==================== regbank
==> src/rtl/regbank_pkg.sv <==
// Shared types and default sizing for the regbank register file and its clear sequencer.
package regbank_pkg;

  typedef enum logic {
    IDLE  = 1'b0,
    CLEAR = 1'b1
  } state_t;

  localparam int DEF_WIDTH = 8;
  localparam int DEF_NREGS = 16;

endpackage

==> src/rtl/regbank_clrseq.sv <==
// Clear sequencer: walks cnt from 1 to NREGS-1, one register per cycle, and flags busy meanwhile.
module regbank_clrseq
  import regbank_pkg::*;
#(
  parameter int NREGS = DEF_NREGS,
  parameter int AW    = $clog2(NREGS)
) (
  input  logic          clk,
  input  logic          reset,
  input  logic          clr,
  output logic          busy,
  output logic [AW-1:0] cnt,
  output logic          clr_stb
);

  localparam logic [AW-1:0] CNT_FIRST = AW'(1);
  localparam logic [AW-1:0] CNT_LAST  = AW'(NREGS - 1);

  state_t state, state_nxt;

  // NOTE: state is updated with <= so every flop samples the pre-edge values of its peers.
  always_ff @(posedge clk or negedge reset) begin
    if (!reset) state <= IDLE;
    else        state <= state_nxt;
  end

  // NOTE: state_nxt is assigned before the case so no path leaves it unassigned (no latch).
  always_comb begin
    state_nxt = state;
    case (state)
      IDLE:    if (clr) state_nxt = CLEAR;
      CLEAR:   if (cnt == CNT_LAST) state_nxt = IDLE;
      default: state_nxt = IDLE;
    endcase
  end

  // Counter re-arms to 1 on the final sweep edge, ready for the next clear.
  always_ff @(posedge clk or negedge reset) begin
    if (!reset) begin
      cnt <= CNT_FIRST;
    end else if (state == CLEAR) begin
      if (cnt == CNT_LAST) cnt <= CNT_FIRST;
      else                 cnt <= cnt + AW'(1);
    end
  end

  // Decoded from the state flop only, so clr never reaches busy combinationally.
  assign busy    = (state == CLEAR);
  assign clr_stb = (state == CLEAR);

endmodule

==> src/rtl/regbank.sv <==
// Register file with hard-wired zero register, two read ports and a runtime clear sweep.
// Optional same-cycle write-through on the read ports when REGBANK_BYPASS_EN is defined.
module regbank
  import regbank_pkg::*;
#(
  parameter  int WIDTH = DEF_WIDTH,
  parameter  int NREGS = DEF_NREGS,
  localparam int AW    = $clog2(NREGS)
) (
  input  logic             clk,
  input  logic             reset,
  input  logic             we3,
  input  logic [AW-1:0]    wa3,
  input  logic [WIDTH-1:0] wd3,
  input  logic [AW-1:0]    ra1,
  input  logic [AW-1:0]    ra2,
  output logic [WIDTH-1:0] rd1,
  output logic [WIDTH-1:0] rd2,
  input  logic             clr,
  output logic             busy,
  output logic             wr_rej
);

  logic [WIDTH-1:0] regs [NREGS];
  logic [AW-1:0]    cnt;
  logic             clr_stb;
  logic             wr_ok;
  logic [WIDTH-1:0] stored1, stored2;

  // Register 0 and any address beyond the bank are never storage targets.
  function automatic logic addr_live(input logic [AW-1:0] a);
    return (int'(a) < NREGS) && (a != '0);
  endfunction

  regbank_clrseq #(
    .NREGS (NREGS),
    .AW    (AW)
  ) u_clrseq (
    .clk     (clk),
    .reset   (reset),
    .clr     (clr),
    .busy    (busy),
    .cnt     (cnt),
    .clr_stb (clr_stb)
  );

  assign wr_ok = we3 && !busy && addr_live(wa3);

  // NOTE: the array is reset element by element; reset is its only initial content,
  // which rules out mapping it onto a RAM macro.
  always_ff @(posedge clk or negedge reset) begin
    if (!reset) begin
      for (int i = 0; i < NREGS; i++) regs[i] <= '0;
      wr_rej <= 1'b0;
    end else begin
      wr_rej <= we3 && busy;
      if (clr_stb)    regs[cnt] <= '0;
      else if (wr_ok) regs[wa3] <= wd3;
    end
  end

  always_comb begin
    stored1 = '0;
    stored2 = '0;
    if (addr_live(ra1)) stored1 = regs[ra1];
    if (addr_live(ra2)) stored2 = regs[ra2];
  end

`ifdef REGBANK_BYPASS_EN
  // wr_ok already implies idle, a live address and an active write.
  assign rd1 = (wr_ok && (wa3 == ra1)) ? wd3 : stored1;
  assign rd2 = (wr_ok && (wa3 == ra2)) ? wd3 : stored2;
`else
  assign rd1 = stored1;
  assign rd2 = stored2;
`endif

endmodule

==> config.mk <==
export PLATFORM = sky130hd
export DESIGN_NAME = regbank
export DESIGN_NICKNAME = d
export VERILOG_FILES = /design/src/rtl/regbank_pkg.sv /design/src/rtl/regbank_clrseq.sv /design/src/rtl/regbank.sv
export SDC_FILE = /design/constraint.sdc
export NUM_CORES = 1
export LEC_CHECK = 0
export CORE_MARGIN = 3
export CORE_UTILIZATION = 50
export CTS_BUF_LIST = sky130_fd_sc_hd__clkbuf_8
export DETAILED_ROUTE_END_ITERATION = 6
export PLACE_DENSITY = 0.72
export SLEW_MARGIN = 20
export SYNTH_ARGS = -nofsm -noshare
export SYNTH_HDL_FRONTEND = slang
export SYNTH_SLANG_ARGS = --single-unit
export TNS_END_PERCENT = 10
==> constraint.sdc <==
create_clock -name clk -period 2 [get_ports clk]
set_input_delay 0.4 -clock clk [delete_from_list [all_inputs] [get_ports clk]]
set_output_delay 0.4 -clock clk [all_outputs]
set_load 0.05 [all_outputs]
==================== alu_sequencer
$ cat src/rtl/alu_sequencer.sv
// Multi-cycle register-file sequencer that feeds an external 16-bit ALU.
// Each instruction walks LOAD_A -> LOAD_B -> EXEC -> WRITE; preloads happen only in IDLE.
module alu_sequencer (
  input  logic        clk,
  input  logic        reset,
  input  logic        in_valid,
  output logic        in_ready,
  input  logic [1:0]  op,
  input  logic [2:0]  rd,
  input  logic [2:0]  rn,
  input  logic [2:0]  rm,
  input  logic [1:0]  shift,
  input  logic        load_valid,
  input  logic [2:0]  load_num,
  input  logic [15:0] load_data,
  output logic [15:0] alu_a,
  output logic [15:0] alu_b,
  output logic [1:0]  alu_op,
  input  logic [15:0] alu_out,
  input  logic        alu_z,
  output logic [15:0] result,
  output logic        status_z,
  output logic        done,
  input  logic [2:0]  dbg_num,
  output logic [15:0] dbg_data
);

  typedef enum logic [2:0] {
    IDLE   = 3'd0,
    LOAD_A = 3'd1,
    LOAD_B = 3'd2,
    EXEC   = 3'd3,
    WRITE  = 3'd4
  } state_t;

  state_t      state_q, state_d;
  logic [15:0] r_q [8];
  logic [15:0] r_d [8];
  logic [15:0] a_q, a_d, b_q, b_d, c_q, c_d;
  logic        z_q, z_d, done_q, done_d;
  logic [1:0]  op_q, op_d, shift_q, shift_d;
  logic [2:0]  rd_q, rd_d, rn_q, rn_d, rm_q, rm_d;

  function automatic logic [15:0] shift_b(input logic [15:0] v, input logic [1:0] s);
    case (s)
      2'b00:   shift_b = v;
      2'b01:   shift_b = {v[14:0], 1'b0};
      2'b10:   shift_b = {1'b0, v[15:1]};
      2'b11:   shift_b = {v[15], v[15:1]};
      default: shift_b = v;
    endcase
  endfunction

  // Next-state and datapath updates; done_d is set on EXEC so done_q is high exactly during WRITE.
  always_comb begin
    state_d = state_q;
    r_d     = r_q;
    a_d     = a_q;
    b_d     = b_q;
    c_d     = c_q;
    z_d     = z_q;
    done_d  = 1'b0;
    op_d    = op_q;
    shift_d = shift_q;
    rd_d    = rd_q;
    rn_d    = rn_q;
    rm_d    = rm_q;
    case (state_q)
      IDLE: begin
        if (load_valid) begin
          r_d[load_num] = load_data;
        end else if (in_valid) begin
          op_d    = op;
          shift_d = shift;
          rd_d    = rd;
          rn_d    = rn;
          rm_d    = rm;
          state_d = LOAD_A;
        end else begin
          state_d = IDLE;
        end
      end
      LOAD_A: begin
        a_d     = r_q[rn_q];
        state_d = LOAD_B;
      end
      LOAD_B: begin
        b_d     = shift_b(r_q[rm_q], shift_q);
        state_d = EXEC;
      end
      EXEC: begin
        c_d     = alu_out;
        z_d     = alu_z;
        done_d  = 1'b1;
        state_d = WRITE;
      end
      WRITE: begin
        r_d[rd_q] = c_q;
        state_d   = IDLE;
      end
      default: state_d = IDLE;
    endcase
  end

  // State and datapath registers.
  always_ff @(posedge clk or posedge reset) begin
    if (reset) begin
      state_q <= IDLE;
      for (int i = 0; i < 8; i++) r_q[i] <= 16'h0000;
      a_q     <= 16'h0000;
      b_q     <= 16'h0000;
      c_q     <= 16'h0000;
      z_q     <= 1'b0;
      done_q  <= 1'b0;
      op_q    <= 2'b00;
      shift_q <= 2'b00;
      rd_q    <= 3'd0;
      rn_q    <= 3'd0;
      rm_q    <= 3'd0;
    end else begin
      state_q <= state_d;
      r_q     <= r_d;
      a_q     <= a_d;
      b_q     <= b_d;
      c_q     <= c_d;
      z_q     <= z_d;
      done_q  <= done_d;
      op_q    <= op_d;
      shift_q <= shift_d;
      rd_q    <= rd_d;
      rn_q    <= rn_d;
      rm_q    <= rm_d;
    end
  end

  // reset is folded in so in_ready reads 0 the moment reset asserts.
  assign in_ready = (state_q == IDLE) && !load_valid && !reset;
  assign alu_a    = a_q;
  assign alu_b    = b_q;
  assign alu_op   = op_q;
  assign result   = c_q;
  assign status_z = z_q;
  assign done     = done_q;
  assign dbg_data = r_q[dbg_num];

endmodule

$ cat config.mk
export PLATFORM = sky130hd
export DESIGN_NAME = alu_sequencer
export DESIGN_NICKNAME = d
export VERILOG_FILES = /design/src/rtl/alu_sequencer.sv
export SDC_FILE = /design/constraint.sdc
export NUM_CORES = 1
export LEC_CHECK = 0
export ABC_CLOCK_PERIOD_IN_PS = 19250
export CORE_MARGIN = 3
export CORE_UTILIZATION = 50
export CTS_CLUSTER_SIZE = 20
export DETAILED_ROUTE_END_ITERATION = 10
export PLACE_DENSITY_LB_ADDON = 0.15
export SKIP_CTS_REPAIR_TIMING = 1
export SYNTH_ARGS = -nofsm -noshare
export SYNTH_HDL_FRONTEND = slang
export SYNTH_SLANG_ARGS = --single-unit
$ cat constraint.sdc
create_clock -name clk -period 19.25 [get_ports clk]
set_input_delay 2.8875 -clock clk [delete_from_list [all_inputs] [get_ports clk]]
set_output_delay 2.8875 -clock clk [all_outputs]
set_load 0.01 [all_outputs]
==================== serdes_cfg_tx
$ cat config.mk
export PLATFORM = sky130hd
export DESIGN_NAME = serdes_cfg_tx
export DESIGN_NICKNAME = d
export VERILOG_FILES = /design/src/rtl/serdes_cfg_tx.sv
export SDC_FILE = /design/constraint.sdc
export NUM_CORES = 1
export LEC_CHECK = 0
export CAP_MARGIN = 10
export CELL_PAD_IN_SITES_DETAIL_PLACEMENT = 0
export CELL_PAD_IN_SITES_GLOBAL_PLACEMENT = 1
export CORE_UTILIZATION = 45
export DETAILED_ROUTE_END_ITERATION = 12
export GPL_ROUTABILITY_DRIVEN = 0
export MAX_ROUTING_LAYER = met4
export PLACE_DENSITY = 0.74
export SETUP_SLACK_MARGIN = 0.4
export SYNTH_ARGS = -nofsm -noshare
export SYNTH_HDL_FRONTEND = slang
export SYNTH_SLANG_ARGS = --single-unit
$ cat constraint.sdc
create_clock -name I_serdes_tx_clk -period 3 [get_ports I_serdes_tx_clk]
set_input_delay 0.6 -clock I_serdes_tx_clk [delete_from_list [all_inputs] [get_ports I_serdes_tx_clk]]
set_output_delay 0.6 -clock I_serdes_tx_clk [all_outputs]
set_load 0.05 [all_outputs]
$ cat src/rtl/serdes_cfg_tx.sv
// Serdes config TX: packs a frame of config bytes into 16-bit words and sends them as one burst.
// Optional feature SERDES_TX_CHKSUM_EN appends a mod-2^16 checksum word to every burst.
module serdes_cfg_tx #(
  parameter int FRAME_BYTES = 180,
  parameter int GAP_CYCLES  = 8
) (
  input  logic        I_serdes_tx_clk,
  input  logic        I_sys_rst,
  input  logic [7:0]  I_cfg_data,
  input  logic        I_cfg_en,
  input  logic        I_serdes_tx_rdy,
  output logic [15:0] O_serdes_tx_data,
  output logic        O_serdes_tx_en,
  output logic        O_busy,
  output logic        O_drop_err,
  output logic        O_frame_done
);

  localparam int N = FRAME_BYTES / 2;
`ifdef SERDES_TX_CHKSUM_EN
  localparam int BURST = N + 1;
`else
  localparam int BURST = N;
`endif
  localparam int CNT_W = $clog2(FRAME_BYTES + 3);
  localparam int AW    = (N > 1) ? $clog2(N) : 1;
  localparam int GW    = (GAP_CYCLES > 1) ? $clog2(GAP_CYCLES) : 1;

  localparam logic [CNT_W-1:0] LAST_BYTE = CNT_W'(FRAME_BYTES - 1);
  localparam logic [CNT_W-1:0] LAST_WORD = CNT_W'(BURST - 1);
  localparam logic [CNT_W-1:0] BURST_C   = CNT_W'(BURST);
  localparam logic [GW-1:0]    LAST_GAP  = GW'(GAP_CYCLES - 1);

  typedef enum logic [1:0] {
    ST_COLLECT  = 2'd0,
    ST_WAIT_RDY = 2'd1,
    ST_SEND     = 2'd2,
    ST_GAP      = 2'd3
  } state_t;

  state_t           state_q, state_d;
  logic [CNT_W-1:0] byte_cnt_q, byte_cnt_d;
  logic [7:0]       hi_q, hi_d;
  logic [CNT_W-1:0] rd_idx_q, rd_idx_d;
  logic [CNT_W-1:0] out_cnt_q, out_cnt_d;
  logic [GW-1:0]    gap_cnt_q, gap_cnt_d;
  logic             v1_q, v1_d;
  logic             tx_en_q, tx_en_d;
  logic [15:0]      tx_data_q, tx_data_d;
  logic             busy_q, busy_d;
  logic             drop_q, drop_d;
  logic             done_q, done_d;
  logic [15:0]      mem_q [N];
  logic [15:0]      rd_word_q;
  logic             wr_en_s;
  logic [AW-1:0]    wr_addr_s;
  logic [15:0]      wr_word_s;
  logic             rd_en_s;
  logic [AW-1:0]    rd_addr_s;
`ifdef SERDES_TX_CHKSUM_EN
  logic [15:0]      sum_q, sum_d;
  logic             csel_q, csel_d;
`endif

  // Next-state and output decode
  always_comb begin
    state_d    = state_q;
    byte_cnt_d = byte_cnt_q;
    hi_d       = hi_q;
    rd_idx_d   = rd_idx_q;
    out_cnt_d  = out_cnt_q;
    gap_cnt_d  = gap_cnt_q;
    v1_d       = 1'b0;
    tx_en_d    = 1'b0;
    tx_data_d  = 16'h0000;
    done_d     = 1'b0;
    drop_d     = I_cfg_en && (state_q != ST_COLLECT);
    wr_en_s    = 1'b0;
    wr_addr_s  = byte_cnt_q[AW:1];
    wr_word_s  = {hi_q, I_cfg_data};
    rd_en_s    = 1'b0;
    rd_addr_s  = rd_idx_q[AW-1:0];
`ifdef SERDES_TX_CHKSUM_EN
    sum_d      = sum_q;
    csel_d     = 1'b0;
`endif
    case (state_q)
      ST_COLLECT: begin
        if (I_cfg_en) begin
          byte_cnt_d = byte_cnt_q + CNT_W'(1);
          if (byte_cnt_q[0]) begin
            wr_en_s = 1'b1;
`ifdef SERDES_TX_CHKSUM_EN
            sum_d = sum_q + wr_word_s;
`endif
          end else begin
            hi_d = I_cfg_data;
          end
          if (byte_cnt_q == LAST_BYTE) begin
            state_d = ST_WAIT_RDY;
          end else begin
            state_d = ST_COLLECT;
          end
        end else begin
          byte_cnt_d = byte_cnt_q;
        end
      end
      ST_WAIT_RDY: begin
        if (I_serdes_tx_rdy) begin
          state_d   = ST_SEND;
          rd_idx_d  = '0;
          out_cnt_d = '0;
        end else begin
          state_d = ST_WAIT_RDY;
        end
      end
      ST_SEND: begin
        // Two-stage pipe: buffer read, then output register; no stall path exists.
        rd_en_s = (rd_idx_q < BURST_C);
        if (rd_en_s) begin
          rd_idx_d = rd_idx_q + CNT_W'(1);
          v1_d     = 1'b1;
`ifdef SERDES_TX_CHKSUM_EN
          csel_d   = (rd_idx_q == CNT_W'(N));
`endif
        end else begin
          rd_idx_d = rd_idx_q;
        end
        tx_en_d = v1_q;
`ifdef SERDES_TX_CHKSUM_EN
        tx_data_d = v1_q ? (csel_q ? sum_q : rd_word_q) : 16'h0000;
`else
        tx_data_d = v1_q ? rd_word_q : 16'h0000;
`endif
        if (tx_en_q) begin
          out_cnt_d = out_cnt_q + CNT_W'(1);
        end else begin
          out_cnt_d = out_cnt_q;
        end
        if (tx_en_q && (out_cnt_q == LAST_WORD)) begin
          state_d   = ST_GAP;
          done_d    = 1'b1;
          gap_cnt_d = '0;
        end else begin
          state_d = ST_SEND;
        end
      end
      ST_GAP: begin
        if (gap_cnt_q == LAST_GAP) begin
          state_d    = ST_COLLECT;
          byte_cnt_d = '0;
`ifdef SERDES_TX_CHKSUM_EN
          sum_d      = 16'h0000;
`endif
        end else begin
          gap_cnt_d = gap_cnt_q + GW'(1);
        end
      end
      default: begin
        state_d = ST_COLLECT;
      end
    endcase
    busy_d = (state_d != ST_COLLECT);
  end

  // Control and output registers
  always_ff @(posedge I_serdes_tx_clk) begin
    if (I_sys_rst) begin
      state_q    <= ST_COLLECT;
      byte_cnt_q <= '0;
      hi_q       <= 8'h00;
      rd_idx_q   <= '0;
      out_cnt_q  <= '0;
      gap_cnt_q  <= '0;
      v1_q       <= 1'b0;
      tx_en_q    <= 1'b0;
      tx_data_q  <= 16'h0000;
      busy_q     <= 1'b0;
      drop_q     <= 1'b0;
      done_q     <= 1'b0;
`ifdef SERDES_TX_CHKSUM_EN
      sum_q      <= 16'h0000;
      csel_q     <= 1'b0;
`endif
    end else begin
      state_q    <= state_d;
      byte_cnt_q <= byte_cnt_d;
      hi_q       <= hi_d;
      rd_idx_q   <= rd_idx_d;
      out_cnt_q  <= out_cnt_d;
      gap_cnt_q  <= gap_cnt_d;
      v1_q       <= v1_d;
      tx_en_q    <= tx_en_d;
      tx_data_q  <= tx_data_d;
      busy_q     <= busy_d;
      drop_q     <= drop_d;
      done_q     <= done_d;
`ifdef SERDES_TX_CHKSUM_EN
      sum_q      <= sum_d;
      csel_q     <= csel_d;
`endif
    end
  end

  // Word buffer: contents need no reset, read data is registered
  always_ff @(posedge I_serdes_tx_clk) begin
    if (wr_en_s) begin
      mem_q[wr_addr_s] <= wr_word_s;
    end
    if (rd_en_s) begin
      rd_word_q <= mem_q[rd_addr_s];
    end
  end

  assign O_serdes_tx_data = tx_data_q;
  assign O_serdes_tx_en   = tx_en_q;
  assign O_busy           = busy_q;
  assign O_drop_err       = drop_q;
  assign O_frame_done     = done_q;

endmodule

**regbank: routing congestion map**

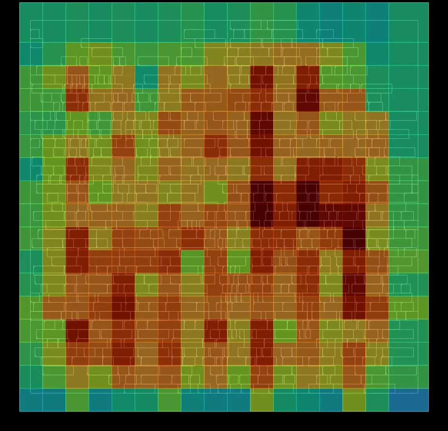
GRT Max-Usage Layer: met2
Global Route met2 Usage: 0.462
gr usage total: 0.315

==> impl_metrics.py, regbank <==
# Physical implementation metrics
metrics = {
    "floorplanning": {
        "rows": 41,
    },
    "logic_synthesis": {
        "synthArstFlopShare": 1.00,
        "yosysWarnings": 0,
    },
    "final_timing": {
        "tns_ns": -5.17,
        "fin_ws_ns": -0.360,
        "finalSetupViolations": 16,
    },
    "place": {
        "dp_cells": 814,
    },
    "run_status": {
        "violations": "negative setup slack",
        "status": "complete, but fails checks",
    },
    "power": {
        "p_leak_uw": 0.00414,
    },
    "setup_path": {
        "cp_num_cells": 5,
    },
    "finish": {
        "area_share_nonclk_buffers": 0.160,
        "multi_input_comb_cells": 381,
        "n_sequential_cell": 126,
        "diodes": 0,
    },
    "cts": {
        "cts-resized-gates": 38,
    },
}
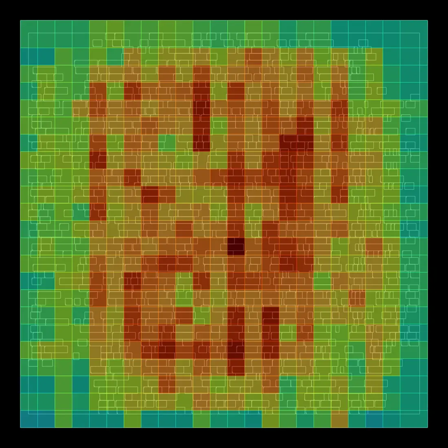
**Above:** alu_sequencer (routing congestion map).
gr usage total: 0.286
GRT Max-Usage Layer: met2
WL per Instance: 28.0 um
Global Route met2 Usage: 0.440
Finished Core Util: 0.594

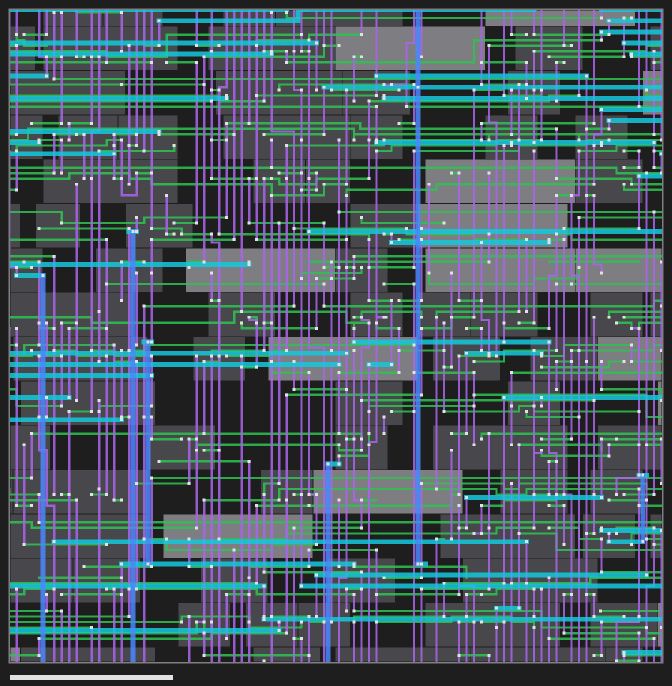
**Above:** alu_sequencer (layout detail).
Bar = 10 um. Window x 61 to 101, y 29 to 69 um. Cells in grey, sequential cells in the stronger grey; small squares are vias.
[blue] M4
[green] M1
[purple] M2
[cyan] M3
cells with their middle in the window: 64
sequential cells in the window: 9
netlist names of flops here include: `r_q` (9)
most frequent: a22o_1 (18), mux2_2 (17), mux4_2 (10)

==> impl_metrics.py, alu_sequencer <==
# Physical implementation metrics
metrics = {
    "power": {
        "powerSeq_uw": 734,
        "powerClk_uw": 349,
        "powerDensity_nw_per_um2": 145,
        "top_power_group": "combinational logic",
    },
    "job": {
        "max-cap-violations": 0,
    },
    "logic_synthesis": {
        "synth.distinct_cells": 40,
        "synth.ff_latch_count": 194,
        "ys_seq_frac": 0.395,
        "netlist_area_um2": 12300,
        "logic_family": "multiplexers",
        "yosysWarnings": 0,
    },
    "min_path": {
        "hold_path_end": "alu_b[0]",
    },
    "run_status": {
        "status": "completed",
    },
    "place": {
        "hpwl_mm": 23.7,
    },
    "finish": {
        "n_sequential_cell": 194,
        "lay_top_cells": "dfrtp_1, a22o_1, clkdlybuf4s50_1",
        "logic_area_um2": 6890,
        "multi_input_comb_cells": 630,
        "largest_reg_flops": 128,
    },
    "setup_path": {
        "cp-end-kind": "output pin",
    },
    "final_timing": {
        "tns_ns": 0,
    },
}
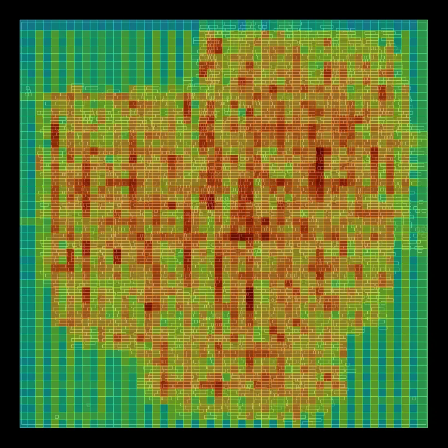
**Above:** serdes_cfg_tx (routing congestion map).
Finished Core Util: 0.538
Global Route met2 Usage: 0.353
met3 usage: 0.0423

==> impl_metrics.py, serdes_cfg_tx <==
# Physical implementation metrics
metrics = {
    "run_status": {
        "status": "completed",
    },
    "logic_synthesis": {
        "area_leaders": "edfxtp_1, mux4_2, dfxtp_1",
        "top_cell": "edfxtp_1",
        "top_cells_by_count": "edfxtp_1, mux4_2, nand2_1, nor2_1, clkbuf_1",
        "synth_area_leader_cell": "edfxtp_1",
    },
    "place": {
        "place_ws_ns": -0.111,
        "place_area_um2": 62800,
    },
    "finish": {
        "final_area_um2": 68700,
        "dominant_cells": "flip-flops and latches",
        "regMostFlops": "mem_q",
    },
    "setup_path": {
        "critical_path.top_delay_family": "buffers and inverters",
        "cp-end-kind": "register",
        "cp-startpoint": "rd_idx_q[2]",
    },
    "final_timing": {
        "grt_setup_unrepaired": "yes",
    },
    "cts": {
        "numCtsBuffers": 151,
        "cts_root_buf": "clkbuf_16",
        "post_cts_buffers": 11,
    },
    "floorplanning": {
        "dieArea_um2": 130000,
    },
    "power": {
        "powerSeq_uw": 23300,
        "ir_drop_uv": 485,
        "pg_comb_uw": 384,
    },
    "drt": {
        "totalWireLength_mm": 142,
        "first_iter_violations": 3182,
    },
}

==================== updown_counter_n
**updown_counter_n: routed metal, one colour a layer**

Two of the layers only.
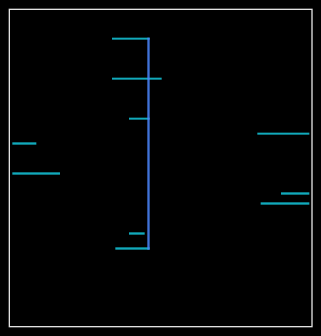
<file path="config.mk">
export PLATFORM = sky130hd
export DESIGN_NAME = updown_counter_n
export DESIGN_NICKNAME = d
export VERILOG_FILES = /design/src/rtl/counter_pkg.sv /design/src/rtl/prescaler_tick.sv /design/src/rtl/updown_counter_n.sv
export SDC_FILE = /design/constraint.sdc
export NUM_CORES = 1
export LEC_CHECK = 0
export CAP_MARGIN = 20
export CORE_AREA = 2 2 39 41
export DETAILED_ROUTE_END_ITERATION = 16
export DIE_AREA = 0 0 41 43
export PLACE_DENSITY = 0.76
export SETUP_SLACK_MARGIN = 0.1
export SYNTH_ARGS = -nofsm -noshare
export SYNTH_HDL_FRONTEND = slang
export SYNTH_SLANG_ARGS = --single-unit
</file>
<file path="constraint.sdc">
create_clock -name CLK -period 1.7 [get_ports CLK]
set_input_delay 0.17 -clock CLK [delete_from_list [all_inputs] [get_ports CLK]]
set_output_delay 0.17 -clock CLK [all_outputs]
set_load 0.01 [all_outputs]
</file>
<file path="src/rtl/counter_pkg.sv">
// rtl/counter_pkg.sv - boundary mode and direction encodings for the up/down counter
package counter_pkg;
   localparam logic [1:0] MODE_WRAP   = 2'b00;
   localparam logic [1:0] MODE_SAT    = 2'b01;
   localparam logic [1:0] MODE_BOUNCE = 2'b10;
   localparam logic       DIR_UP      = 1'b0;
   localparam logic       DIR_DN      = 1'b1;
endpackage

</file>
<file path="src/rtl/prescaler_tick.sv">
// rtl/prescaler_tick.sv - divides enabled clock cycles into one step tick every PRESCALE cycles
module prescaler_tick #(
   parameter int PRESCALE = 1
) (
   input  logic CLK,
   input  logic RST,
   input  logic EN,
   input  logic CLR,
   output logic TICK
);
   localparam int PW = (PRESCALE > 1) ? $clog2(PRESCALE) : 1;
   localparam logic [PW-1:0] LAST = PW'(PRESCALE - 1);

   logic [PW-1:0] pcnt;

   assign TICK = EN && (pcnt == LAST);

   always_ff @(posedge CLK) begin
      if (RST || CLR) begin
         pcnt <= '0;
      end else if (TICK) begin
         pcnt <= '0;
      end else if (EN) begin
         pcnt <= pcnt + 1'b1;
      end
   end
endmodule

</file>
<file path="src/rtl/updown_counter_n.sv">
// rtl/updown_counter_n.sv - parametrised up/down LED counter with load, prescaler and wrap/saturate/bounce limits
module updown_counter_n
   import counter_pkg::*;
#(
   parameter int WIDTH    = 3,
   parameter int MAX_VAL  = 7,
   parameter int PRESCALE = 1
) (
   input  logic             CLK,
   input  logic             RST,
   input  logic             EN,
   input  logic             DIR,
   input  logic [1:0]       MODE,
   input  logic             LOAD,
   input  logic [WIDTH-1:0] LOAD_VAL,
   output logic [WIDTH-1:0] LED,
   output logic             TC,
   output logic             DIR_OUT
);
   localparam logic [WIDTH-1:0] TOP = WIDTH'(MAX_VAL);

   logic             step;
   logic             bdir;
   logic             bounce;
   logic             go_up;
   logic             at_top;
   logic             at_bot;
   logic [WIDTH-1:0] led_nxt;
   logic             tc_nxt;
   logic             bdir_nxt;

   prescaler_tick #(.PRESCALE(PRESCALE)) u_pre (
      .CLK  (CLK),
      .RST  (RST),
      .EN   (EN),
      .CLR  (LOAD),
      .TICK (step)
   );

   assign bounce = (MODE == MODE_BOUNCE);
   assign go_up  = bounce ? (bdir == DIR_UP) : (DIR == DIR_UP);
   // Limits are compared explicitly so MAX_VAL = 2^WIDTH-1 never relies on overflow
   assign at_top = (LED == TOP);
   assign at_bot = (LED == '0);

   always_comb begin
      led_nxt  = LED;
      tc_nxt   = 1'b0;
      bdir_nxt = bounce ? bdir : DIR;
      if (LOAD) begin
         led_nxt = (LOAD_VAL > TOP) ? TOP : LOAD_VAL;
      end else if (step) begin
         if (go_up && !at_top) begin
            led_nxt = LED + 1'b1;
         end else if (!go_up && !at_bot) begin
            led_nxt = LED - 1'b1;
         end else begin
            tc_nxt = 1'b1;
            case (MODE)
               MODE_SAT: led_nxt = LED;
               MODE_BOUNCE: begin
                  led_nxt  = go_up ? (TOP - 1'b1) : WIDTH'(1);
                  bdir_nxt = go_up ? DIR_DN : DIR_UP;
               end
               default: led_nxt = go_up ? '0 : TOP;
            endcase
         end
      end
   end

   always_ff @(posedge CLK) begin
      if (RST) begin
         LED  <= '0;
         TC   <= 1'b0;
         bdir <= DIR_UP;
      end else begin
         LED  <= led_nxt;
         TC   <= tc_nxt;
         bdir <= bdir_nxt;
      end
   end

   // Outside bounce mode bdir follows DIR every cycle, so it is the effective direction
   assign DIR_OUT = bdir;
endmodule

</file>
==> impl_metrics.py <==
# Physical implementation metrics
metrics = {
    "finish": {
        "fillers": 123,
        "synthToLayoutAreaGrowth_pct": 57.4,
        "final_nets": 93,
        "nNonClkBuffers": 20,
        "n_sequential_cell": 6,
    },
    "logic_synthesis": {
        "flop_cell": "dfxtp_1",
        "synth.distinct_cells": 26,
        "synth_nets": 71,
    },
    "grt": {
        "grt.met2_usage": 0.225,
        "grt.busiest_layer": "met2",
        "grt_pass1_wl_mm": 1.75,
    },
    "setup_path": {
        "reg2reg_depth": 7,
        "cpMostUsedCell": "ha_4",
        "critPathCapture": "LED[1]",
        "path_buffers": 0,
        "crit_fanout": 5,
    },
    "floorplanning": {
        "fp_util": 0.356,
        "tap_cells": 16,
        "dieArea_um2": 1760,
    },
    "power": {
        "powerClk_uw": 143,
        "p_int_uw": 352,
        "ir_drop_uv": 312,
    },
    "place": {
        "place_area_um2": 664,
    },
    "drt": {
        "met3_length_um": 45,
    },
    "cts": {
        "cts-resized-gates": 3,
    },
    "run_status": {
        "status": "completed",
    },
}
About 'routed metal, one colour a layer' of updown_counter_n:
[cyan] M3 | wire length: 45.9 um
[blue] M4 | wire length: 28.6 um
via count: 489
Total Wirelength: 1.25 mm
WL per Instance: 13.4 um
gr usage total: 0.149



==> gallery <==
Drive-strength map.
Plate I
Bar = 100 um.
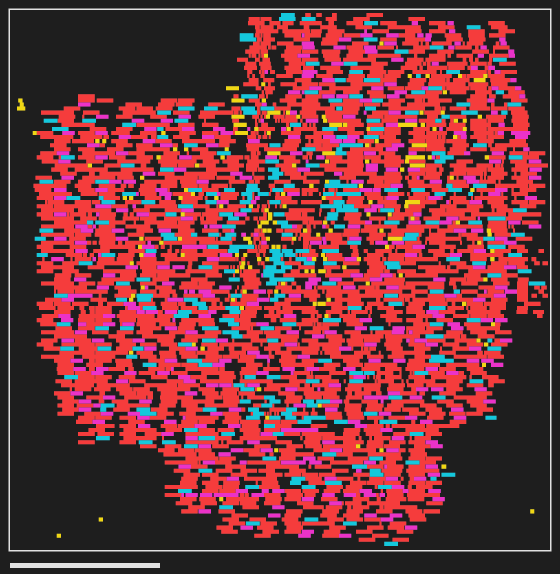
Plate II
Bar = 50 um.
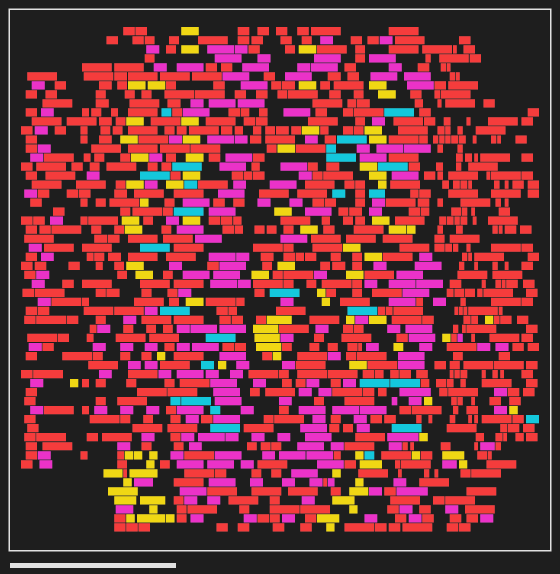
Plate III
Bar = 20 um.
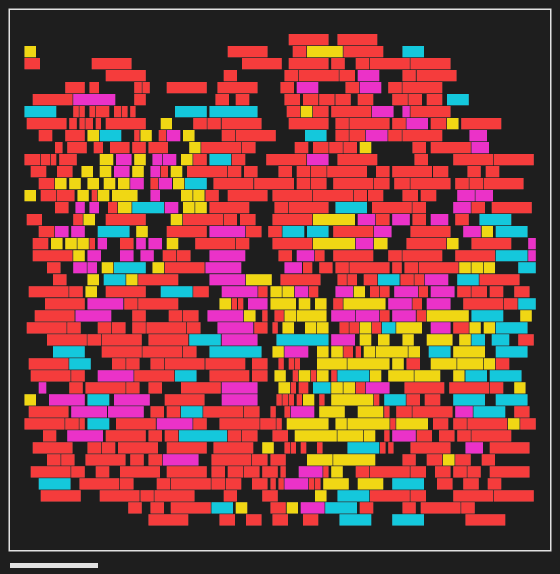
Plate IV
Bar = 10 um.
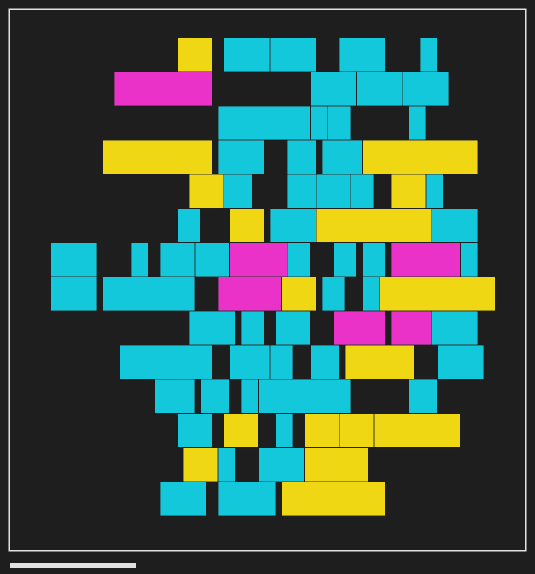
The one with the fewest cells is Plate IV.
- alu_sequencer = Plate II
- regbank = Plate III
- updown_counter_n = Plate IV
- serdes_cfg_tx = Plate I

Power and IR drop assume default switching activity.
